# stream_mux_rr

Figure 1. Clock distribution (stream_mux_rr).
The bar under the picture is 20 µm long.
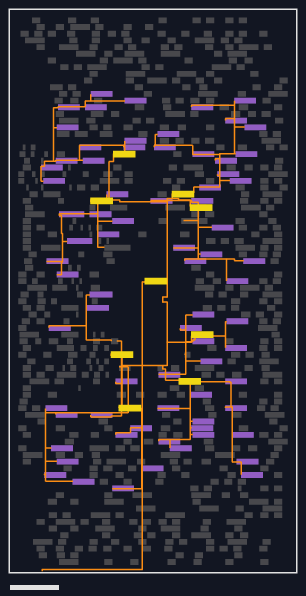

`src/rtl/stream_mux_rr.sv`:
```
// NUM_CH-to-1 valid/ready stream mux, fixed-select or round-robin, locked per packet.
// Define STREAM_MUX_SKID_EN to add a 2-entry skid buffer that makes in_ready registered.
module stream_mux_rr #(
    parameter int WIDTH     = 64,
    parameter int NUM_CH    = 4,
    parameter int SEL_WIDTH = 2
) (
    input  logic                    clk,
    input  logic                    rst,
    input  logic                    mode,
    input  logic [SEL_WIDTH-1:0]    sel,
    input  logic [NUM_CH*WIDTH-1:0] in_data,
    input  logic [NUM_CH-1:0]       in_valid,
    input  logic [NUM_CH-1:0]       in_last,
    output logic [NUM_CH-1:0]       in_ready,
    output logic [WIDTH-1:0]        out_data,
    output logic                    out_valid,
    output logic                    out_last,
    input  logic                    out_ready,
    output logic [SEL_WIDTH-1:0]    out_ch
);

    typedef enum logic {IDLE, LOCKED} state_t;

    state_t               state_q, state_d;
    logic [SEL_WIDTH-1:0] grant_q, grant_d;
    logic [SEL_WIDTH-1:0] rr_ptr_q, rr_ptr_d;
    logic                 mode_q, mode_d;

    logic [WIDTH-1:0]     out_data_q;
    logic                 out_valid_q, out_last_q;
    logic [SEL_WIDTH-1:0] out_ch_q;

    logic                 out_slot_free;
    logic [WIDTH-1:0]     cur_data;
    logic                 cur_valid, cur_last;
    logic                 accept;
    logic                 pick_vld;
    logic [SEL_WIDTH-1:0] pick_ch;
    logic                 hi_vld, lo_vld;
    logic [SEL_WIDTH-1:0] hi_ch, lo_ch;

    assign out_slot_free = !out_valid_q || out_ready;

    // Beat currently presented by the locked channel.
    always_comb begin
        cur_data  = '0;
        cur_valid = 1'b0;
        cur_last  = 1'b0;
        for (int c = 0; c < NUM_CH; c++) begin
            if (grant_q == SEL_WIDTH'(c)) begin
                cur_data  = in_data[c*WIDTH +: WIDTH];
                cur_valid = in_valid[c];
                cur_last  = in_last[c];
            end
        end
    end

    // Round-robin search order is rr_ptr+1 .. NUM_CH-1, then 0 .. rr_ptr; lowest index wins in each half.
    always_comb begin
        hi_vld   = 1'b0;
        hi_ch    = '0;
        lo_vld   = 1'b0;
        lo_ch    = '0;
        pick_vld = 1'b0;
        pick_ch  = '0;
        for (int c = NUM_CH - 1; c >= 0; c--) begin
            if (in_valid[c]) begin
                if (c > int'(rr_ptr_q)) begin
                    hi_vld = 1'b1;
                    hi_ch  = SEL_WIDTH'(c);
                end else begin
                    lo_vld = 1'b1;
                    lo_ch  = SEL_WIDTH'(c);
                end
            end
        end
        if (!mode) begin
            for (int c = 0; c < NUM_CH; c++) begin
                if (sel == SEL_WIDTH'(c) && in_valid[c]) begin
                    pick_vld = 1'b1;
                    pick_ch  = SEL_WIDTH'(c);
                end
            end
        end else if (hi_vld) begin
            pick_vld = 1'b1;
            pick_ch  = hi_ch;
        end else if (lo_vld) begin
            pick_vld = 1'b1;
            pick_ch  = lo_ch;
        end
    end

    always_comb begin
        state_d  = state_q;
        grant_d  = grant_q;
        rr_ptr_d = rr_ptr_q;
        mode_d   = mode_q;
        case (state_q)
            IDLE: begin
                if (pick_vld) begin
                    state_d = LOCKED;
                    grant_d = pick_ch;
                    mode_d  = mode;
                end
            end
            LOCKED: begin
                if (accept && cur_last) begin
                    state_d = IDLE;
                    if (mode_q) rr_ptr_d = grant_q;
                end
            end
            default: state_d = IDLE;
        endcase
    end

    always_ff @(posedge clk or posedge rst) begin
        if (rst) begin
            state_q  <= IDLE;
            grant_q  <= '0;
            rr_ptr_q <= SEL_WIDTH'(NUM_CH - 1);
            mode_q   <= 1'b0;
        end else begin
            state_q  <= state_d;
            grant_q  <= grant_d;
            rr_ptr_q <= rr_ptr_d;
            mode_q   <= mode_d;
        end
    end

`ifdef STREAM_MUX_SKID_EN
    localparam int EW = WIDTH + 1 + SEL_WIDTH;

    logic [NUM_CH-1:0] in_ready_q, in_ready_d;
    logic [EW-1:0]     sk_q [2];
    logic [1:0]        cnt_q, cnt_d;
    logic              pop, direct, push, wr_idx;
    logic [EW-1:0]     cur_ent;

    assign cur_ent = {cur_last, grant_q, cur_data};
    assign accept  = cur_valid && (in_ready_q != '0);
    assign pop     = (cnt_q != 2'd0) && out_slot_free;
    assign direct  = accept && (cnt_q == 2'd0) && out_slot_free;
    assign push    = accept && !direct;
    assign wr_idx  = (cnt_q == 2'd2) || (cnt_q == 2'd1 && !pop);
    assign cnt_d   = cnt_q + {1'b0, push} - {1'b0, pop};

    // Ready for the next cycle is decided from the post-edge skid occupancy only.
    always_comb begin
        in_ready_d = '0;
        for (int c = 0; c < NUM_CH; c++) begin
            in_ready_d[c] = (state_d == LOCKED) && (grant_d == SEL_WIDTH'(c)) && (cnt_d != 2'd2);
        end
    end

    always_ff @(posedge clk or posedge rst) begin
        if (rst) begin
            in_ready_q  <= '0;
            cnt_q       <= 2'd0;
            out_valid_q <= 1'b0;
            out_data_q  <= '0;
            out_last_q  <= 1'b0;
            out_ch_q    <= '0;
        end else begin
            in_ready_q <= in_ready_d;
            cnt_q      <= cnt_d;
            if (pop) begin
                {out_last_q, out_ch_q, out_data_q} <= sk_q[0];
                out_valid_q <= 1'b1;
            end else if (direct) begin
                {out_last_q, out_ch_q, out_data_q} <= cur_ent;
                out_valid_q <= 1'b1;
            end else if (out_ready) begin
                out_valid_q <= 1'b0;
            end
        end
    end

    always_ff @(posedge clk) begin
        if (pop) sk_q[0] <= sk_q[1];
        if (push) begin
            if (wr_idx) sk_q[1] <= cur_ent;
            else        sk_q[0] <= cur_ent;
        end
    end

    assign in_ready = in_ready_q;
`else
    logic lock_rdy;

    assign lock_rdy = (state_q == LOCKED) && out_slot_free;
    assign accept   = lock_rdy && cur_valid;

    always_comb begin
        in_ready = '0;
        for (int c = 0; c < NUM_CH; c++) begin
            in_ready[c] = lock_rdy && (grant_q == SEL_WIDTH'(c));
        end
    end

    always_ff @(posedge clk or posedge rst) begin
        if (rst) begin
            out_valid_q <= 1'b0;
            out_data_q  <= '0;
            out_last_q  <= 1'b0;
            out_ch_q    <= '0;
        end else if (accept) begin
            out_valid_q <= 1'b1;
            out_data_q  <= cur_data;
            out_last_q  <= cur_last;
            out_ch_q    <= grant_q;
        end else if (out_ready) begin
            out_valid_q <= 1'b0;
        end
    end
`endif

    assign out_data  = out_data_q;
    assign out_valid = out_valid_q;
    assign out_last  = out_last_q;
    assign out_ch    = out_ch_q;

endmodule

```
`config.mk`:
```
export PLATFORM = sky130hd
export DESIGN_NAME = stream_mux_rr
export DESIGN_NICKNAME = d
export VERILOG_FILES = /design/src/rtl/stream_mux_rr.sv
export SDC_FILE = /design/constraint.sdc
export NUM_CORES = 1
export LEC_CHECK = 0
export CAP_MARGIN = 20
export CELL_PAD_IN_SITES_DETAIL_PLACEMENT = 2
export CELL_PAD_IN_SITES_GLOBAL_PLACEMENT = 2
export CORE_ASPECT_RATIO = 2
export CORE_MARGIN = 2
export CORE_UTILIZATION = 18
export DETAILED_ROUTE_END_ITERATION = 8
export MAX_ROUTING_LAYER = met4
export PLACE_DENSITY_LB_ADDON = 0.1
export SLEW_MARGIN = 20
export SYNTH_ARGS = -nofsm -noshare
export SYNTH_HDL_FRONTEND = slang
export SYNTH_SLANG_ARGS = --single-unit
```
`constraint.sdc`:
```
create_clock -name clk -period 2.4 [get_ports clk]
set_input_delay 0.48 -clock clk [delete_from_list [all_inputs] [get_ports clk]]
set_output_delay 0.48 -clock clk [all_outputs]
set_load 0.03 [all_outputs]
```
# mult_eval_sequencer

[config.mk]
export PLATFORM = sky130hd
export DESIGN_NAME = mult_eval_sequencer
export DESIGN_NICKNAME = d
export VERILOG_FILES = /design/src/rtl/mult_eval_sequencer.sv
export SDC_FILE = /design/constraint.sdc
export NUM_CORES = 1
export LEC_CHECK = 0
export CAP_MARGIN = 20
export CORE_MARGIN = 4
export CORE_UTILIZATION = 50
export DETAILED_ROUTE_END_ITERATION = 10
export PLACE_DENSITY = 0.79
export SYNTH_ARGS = -nofsm -noshare
export SYNTH_HDL_FRONTEND = slang
export SYNTH_SLANG_ARGS = --single-unit
[constraint.sdc]
create_clock -name clk -period 9.4 [get_ports clk]
set_clock_uncertainty 0.2 [all_clocks]
set_input_delay 0.94 -clock clk [delete_from_list [all_inputs] [get_ports clk]]
set_output_delay 0.94 -clock clk [all_outputs]
set_load 0.03 [all_outputs]
[src/rtl/mult_eval_sequencer.sv]
// Stimulus sequencer that drives LFSR-generated operand pairs into an external multiplier
// and accumulates error statistics of its product against the exact result.
module mult_eval_sequencer #(
  parameter int unsigned WIDTH         = 8,
  parameter int unsigned NUM_VECTORS   = 20,
  parameter int unsigned SETTLE_CYCLES = 1
) (
  input  logic                 clk,
  input  logic                 rst_n,
  input  logic                 start,
  input  logic [15:0]          seed,
  output logic [WIDTH-1:0]     op_a,
  output logic [WIDTH-1:0]     op_b,
  input  logic [2*WIDTH-1:0]   dut_p,
  output logic                 busy,
  output logic                 done,
  output logic [15:0]          vec_count,
  output logic [15:0]          err_count,
  output logic [31:0]          err_dist_sum,
  output logic [2*WIDTH-1:0]   max_err
);

  localparam int unsigned PW         = 2 * WIDTH;
  localparam logic [7:0]  SettleLast = 8'(SETTLE_CYCLES - 1);
  localparam logic [15:0] NumVec     = 16'(NUM_VECTORS);
  localparam logic [15:0] SeedAlt    = 16'hACE1;
  localparam logic [15:0] LfsrTaps   = 16'hB400;

  typedef enum logic [2:0] {
    StIdle,
    StLoad,
    StApply,
    StCheck,
    StNext,
    StDone
  } state_e;

  state_e          state_q, state_d;
  logic [15:0]     lfsr_q, lfsr_d;
  logic [7:0]      settle_q, settle_d;
  logic [15:0]     vec_q, vec_d;
  logic [15:0]     err_q, err_d;
  logic [31:0]     sum_q, sum_d;
  logic [PW-1:0]   max_q, max_d;

  logic [PW-1:0]   golden;
  logic [PW-1:0]   diff;
  logic [32:0]     sum_ext;
  logic [15:0]     vec_inc;

  assign op_a = lfsr_q[WIDTH-1:0];
  assign op_b = lfsr_q[PW-1:WIDTH];

  // Operands are zero-extended first so the product keeps its full width.
  assign golden  = PW'(op_a) * PW'(op_b);
  assign diff    = (dut_p >= golden) ? (dut_p - golden) : (golden - dut_p);
  assign sum_ext = {1'b0, sum_q} + {{(33 - PW){1'b0}}, diff};
  assign vec_inc = vec_q + 16'd1;

  always_comb begin
    state_d  = state_q;
    lfsr_d   = lfsr_q;
    settle_d = settle_q;
    vec_d    = vec_q;
    err_d    = err_q;
    sum_d    = sum_q;
    max_d    = max_q;
    case (state_q)
      StIdle: begin
        if (start) state_d = StLoad;
      end
      StLoad: begin
        lfsr_d   = (seed == 16'h0000) ? SeedAlt : seed;
        settle_d = 8'd0;
        vec_d    = 16'd0;
        err_d    = 16'd0;
        sum_d    = 32'd0;
        max_d    = '0;
        state_d  = StApply;
      end
      StApply: begin
        if (settle_q == SettleLast) begin
          state_d = StCheck;
        end else begin
          settle_d = settle_q + 8'd1;
        end
      end
      StCheck: begin
        vec_d = vec_inc;
        if (diff != '0) err_d = err_q + 16'd1;
        sum_d = sum_ext[32] ? 32'hFFFF_FFFF : sum_ext[31:0];
        if (diff > max_q) max_d = diff;
        state_d = (vec_inc == NumVec) ? StDone : StNext;
      end
      StNext: begin
        lfsr_d   = {1'b0, lfsr_q[15:1]} ^ (lfsr_q[0] ? LfsrTaps : 16'h0000);
        settle_d = 8'd0;
        state_d  = StApply;
      end
      StDone: begin
        state_d = StIdle;
      end
      default: begin
        state_d = StIdle;
      end
    endcase
  end

  always_ff @(posedge clk or negedge rst_n) begin
    if (!rst_n) begin
      state_q  <= StIdle;
      lfsr_q   <= 16'h0000;
      settle_q <= 8'd0;
      vec_q    <= 16'd0;
      err_q    <= 16'd0;
      sum_q    <= 32'd0;
      max_q    <= '0;
    end else begin
      state_q  <= state_d;
      lfsr_q   <= lfsr_d;
      settle_q <= settle_d;
      vec_q    <= vec_d;
      err_q    <= err_d;
      sum_q    <= sum_d;
      max_q    <= max_d;
    end
  end

  assign busy         = (state_q != StIdle);
  assign done         = (state_q == StDone);
  assign vec_count    = vec_q;
  assign err_count    = err_q;
  assign err_dist_sum = sum_q;
  assign max_err      = max_q;

endmodule


==> screenshots <==
Cell placement.
shot_01.png
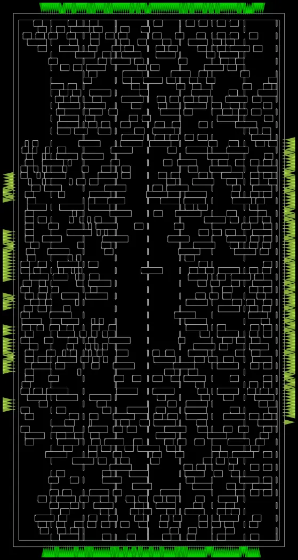
shot_02.png
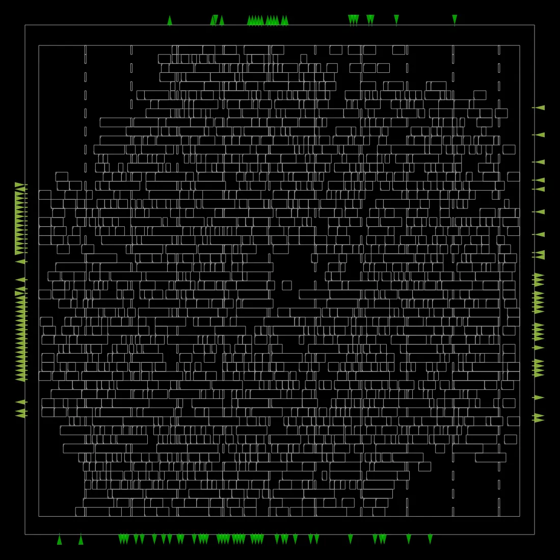
For stream_mux_rr, see shot_01.png.
For mult_eval_sequencer, see shot_02.png.
Of these, highest utilization: shot_02.png
Of these, most sequential cells: shot_02.png

Figure 2. PDN straps and rails (mult_eval_sequencer).
The bar under the picture is 50 µm long. Pins as bars on the die edge.
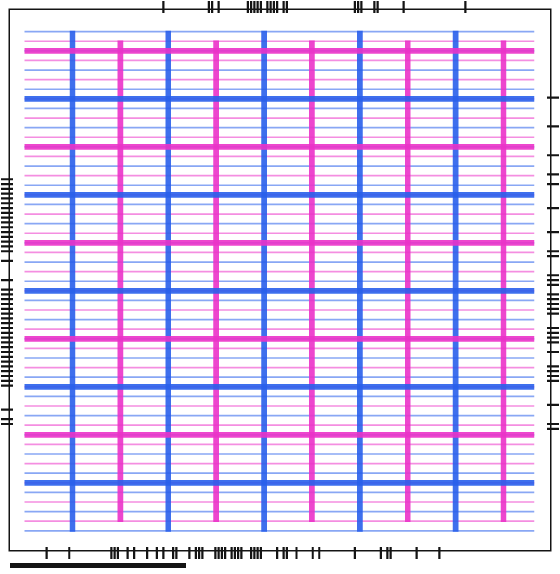
legend:
  magenta:
    net: VDD
  blue:
    net: VSS
met5 straps: 10
rows: 52
height of the chip: 153.0 µm
DIE WIDTH: 153.0 µm
area of the placeable core: 20,430 µm²

==> reports/qor.tcl, mult_eval_sequencer <==
set qor(outcome) {complete, no violations}
set qor(number_of_resized_instances_in_the_post_cts_repair_step) 0
set qor(comb_area_um2) 7194
set qor(first_pass_detailed_route_iteration_total) 6
set qor(synth-async-reset-ratio_pct) 100.0
set qor(yosys-stat-cells) 1254
set qor(hold_buffers) 0
set qor(cp_slowest_cell) {sky130_fd_sc_hd__fa_1}
set qor(clock_path_buffers) 2
set qor(place_congestion) 0.9285
set qor(clock.fmax_ghz) 0.1120
set qor(layout.cells.most_common_list) {149 x sky130_fd_sc_hd__nand2_1, 131 x sky130_fd_sc_hd__clkdlybuf4s50_1, 122 x sky130_fd_sc_hd__inv_1}
set qor(number_of_antenna_violations_at_the_first_check_in_global_routing) 0
set qor(finalClockPeriodUsage_pct) 94.95
-- mult_eval_sequencer: stage by stage --
stage | util (%) | cell area [µm²] | std cells | hold WS (ps)
6_report | 61.09 | 12480 | 1642 | 321.1
5_1_grt | 61.09 | 12480 | 1642 | 367.3
4_1_cts | 60.61 | 12380 | 1638 | 332.2
3_5_place_dp | 59.11 | 12080 | 1622 | 308.7
3_3_place_gp | 59.11 | 12080 | 1622 | 303.1
2_1_floorplan | - | 10520 | 1254 | 288.5
-- mult_eval_sequencer: registers in the layout (all words and copies together), names as in the netlist --
| signal | count |
|---|---|
| err_count | 16 |
| err_dist_sum | 32 |
| lfsr_q | 16 |
| max_err | 16 |
| settle_q | 8 |
| state_q | 3 |
| vec_count | 16 |
-- mult_eval_sequencer: cell families after synthesis --
logic type	count (synthesis)	synth area share, %
buffers and inverters	177	6.890
AND-OR/OR-AND	320	20.80
adder cells (fa/ha/maj)	146	20.16
multiplexers	16	1.547
XOR/XNOR	44	3.665
flip-flops	107	25.46
AND/OR/NAND/NOR	444	21.48
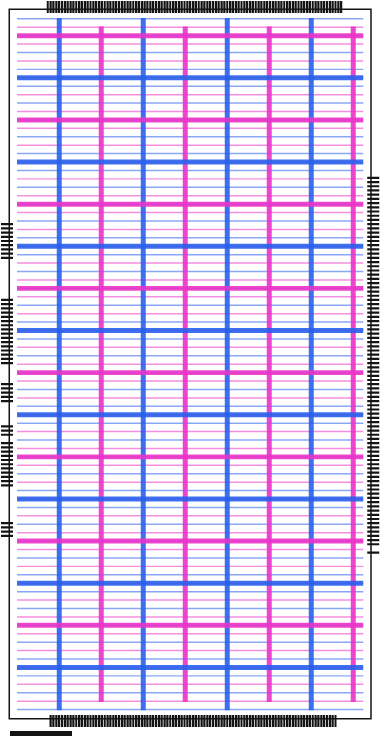
Figure 3: stream_mux_rr, PDN straps and rails.
The bar under the picture is 20 µm long. Pins as bars on the die edge.
legend:
  magenta:
    net: VDD
  blue:
    net: VSS
met1 rails: 83
rows: 82
signal pins: 342
met4 straps: 8

About Figure 1:
legend:
  purple:
    item: flip-flops
    count: 74
  orange:
    item: clock wires
    length: 1,250 µm
  yellow:
    item: clock-net drivers
    count: 9
routed clock nets: 10

==> reports/qor.tcl, stream_mux_rr <==
set qor(height_of_the_chip_um) 228.6
set qor(post_cts_buffers) 0
set qor(syn_nets) 556
set qor(boundaryPins) 342
set qor(clock_path_buffers) 2
set qor(die_x_um) 116.3
set qor(instances_no_fill) 972
set qor(insertedDiodeCount) 1
set qor(xor_share_pct) 0
set qor(critical_path_depth) 5
set qor(timing.max_cap.violations) 0
set qor(synth.top_cells.by_area) {sky130_fd_sc_hd__dfrtp_1 40%, sky130_fd_sc_hd__mux4_2 33%, sky130_fd_sc_hd__mux2_2 16%, sky130_fd_sc_hd__mux2_4 1.7%, sky130_fd_sc_hd__buf_2 1.3%}
set qor(synth-async-reset-ratio_pct) 100.0
set qor(hold_buffers) 0
set qor(outcome) {complete, no violations}
set qor(comb_area_um2) 2552
set qor(seqCellArea_um2) 1862
set qor(numSynthFlops) 74
set qor(dp.final_hpwl_um) 18820
stream_mux_rr: worst min-delay path by stage:
stage,endpoint,depth (start not counted)
2_1_floorplan,mode_q,2
3_3_place_gp,out_last,2
3_5_place_dp,out_last,2
4_1_cts,out_data[62],2
5_1_grt,out_data[49],2
6_report,out_data[49],2
stream_mux_rr: worst reg2reg max path, stage by stage, from the launching register on:
cell and delay (ps):
sky130_fd_sc_hd__dfrtp_4 530, sky130_fd_sc_hd__mux2i_1 270, sky130_fd_sc_hd__mux2i_1 170, sky130_fd_sc_hd__nand3_4 160
sky130_fd_sc_hd__buf_4 320, sky130_fd_sc_hd__mux2_2 400
stream_mux_rr: sequential cells by signal (all words and copies together), names as in the netlist:
signal	count
mode_q	1
out_ch	2
out_valid	1
out_data	64
out_last	1
grant_q	2
rr_ptr_q	2
state_q	1
stream_mux_rr: through the flow:
step                instance area, µm²  setup slack [ps]
finish                            8781             192.9
CTS                               8778             143.8
global placement                  8463            -14.07
detailed placement                8463            -174.1
global route                      8781             20.94
floorplan                         4541             41.69


==> screenshots <==
Cell classes on the final placement.
picture 1
The bar under the picture is 20 µm long.
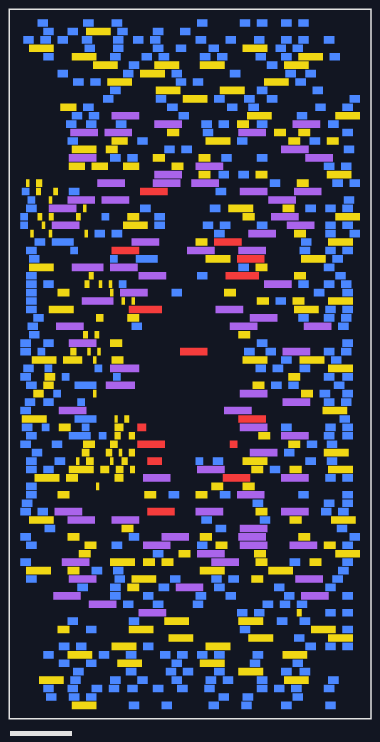
picture 2
The bar under the picture is 50 µm long.
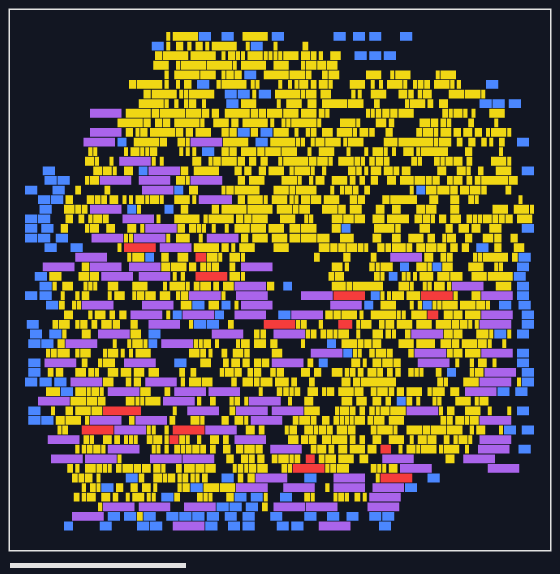
Picture 1 is stream_mux_rr.
Picture 2 is mult_eval_sequencer.
- highest utilization: picture 2

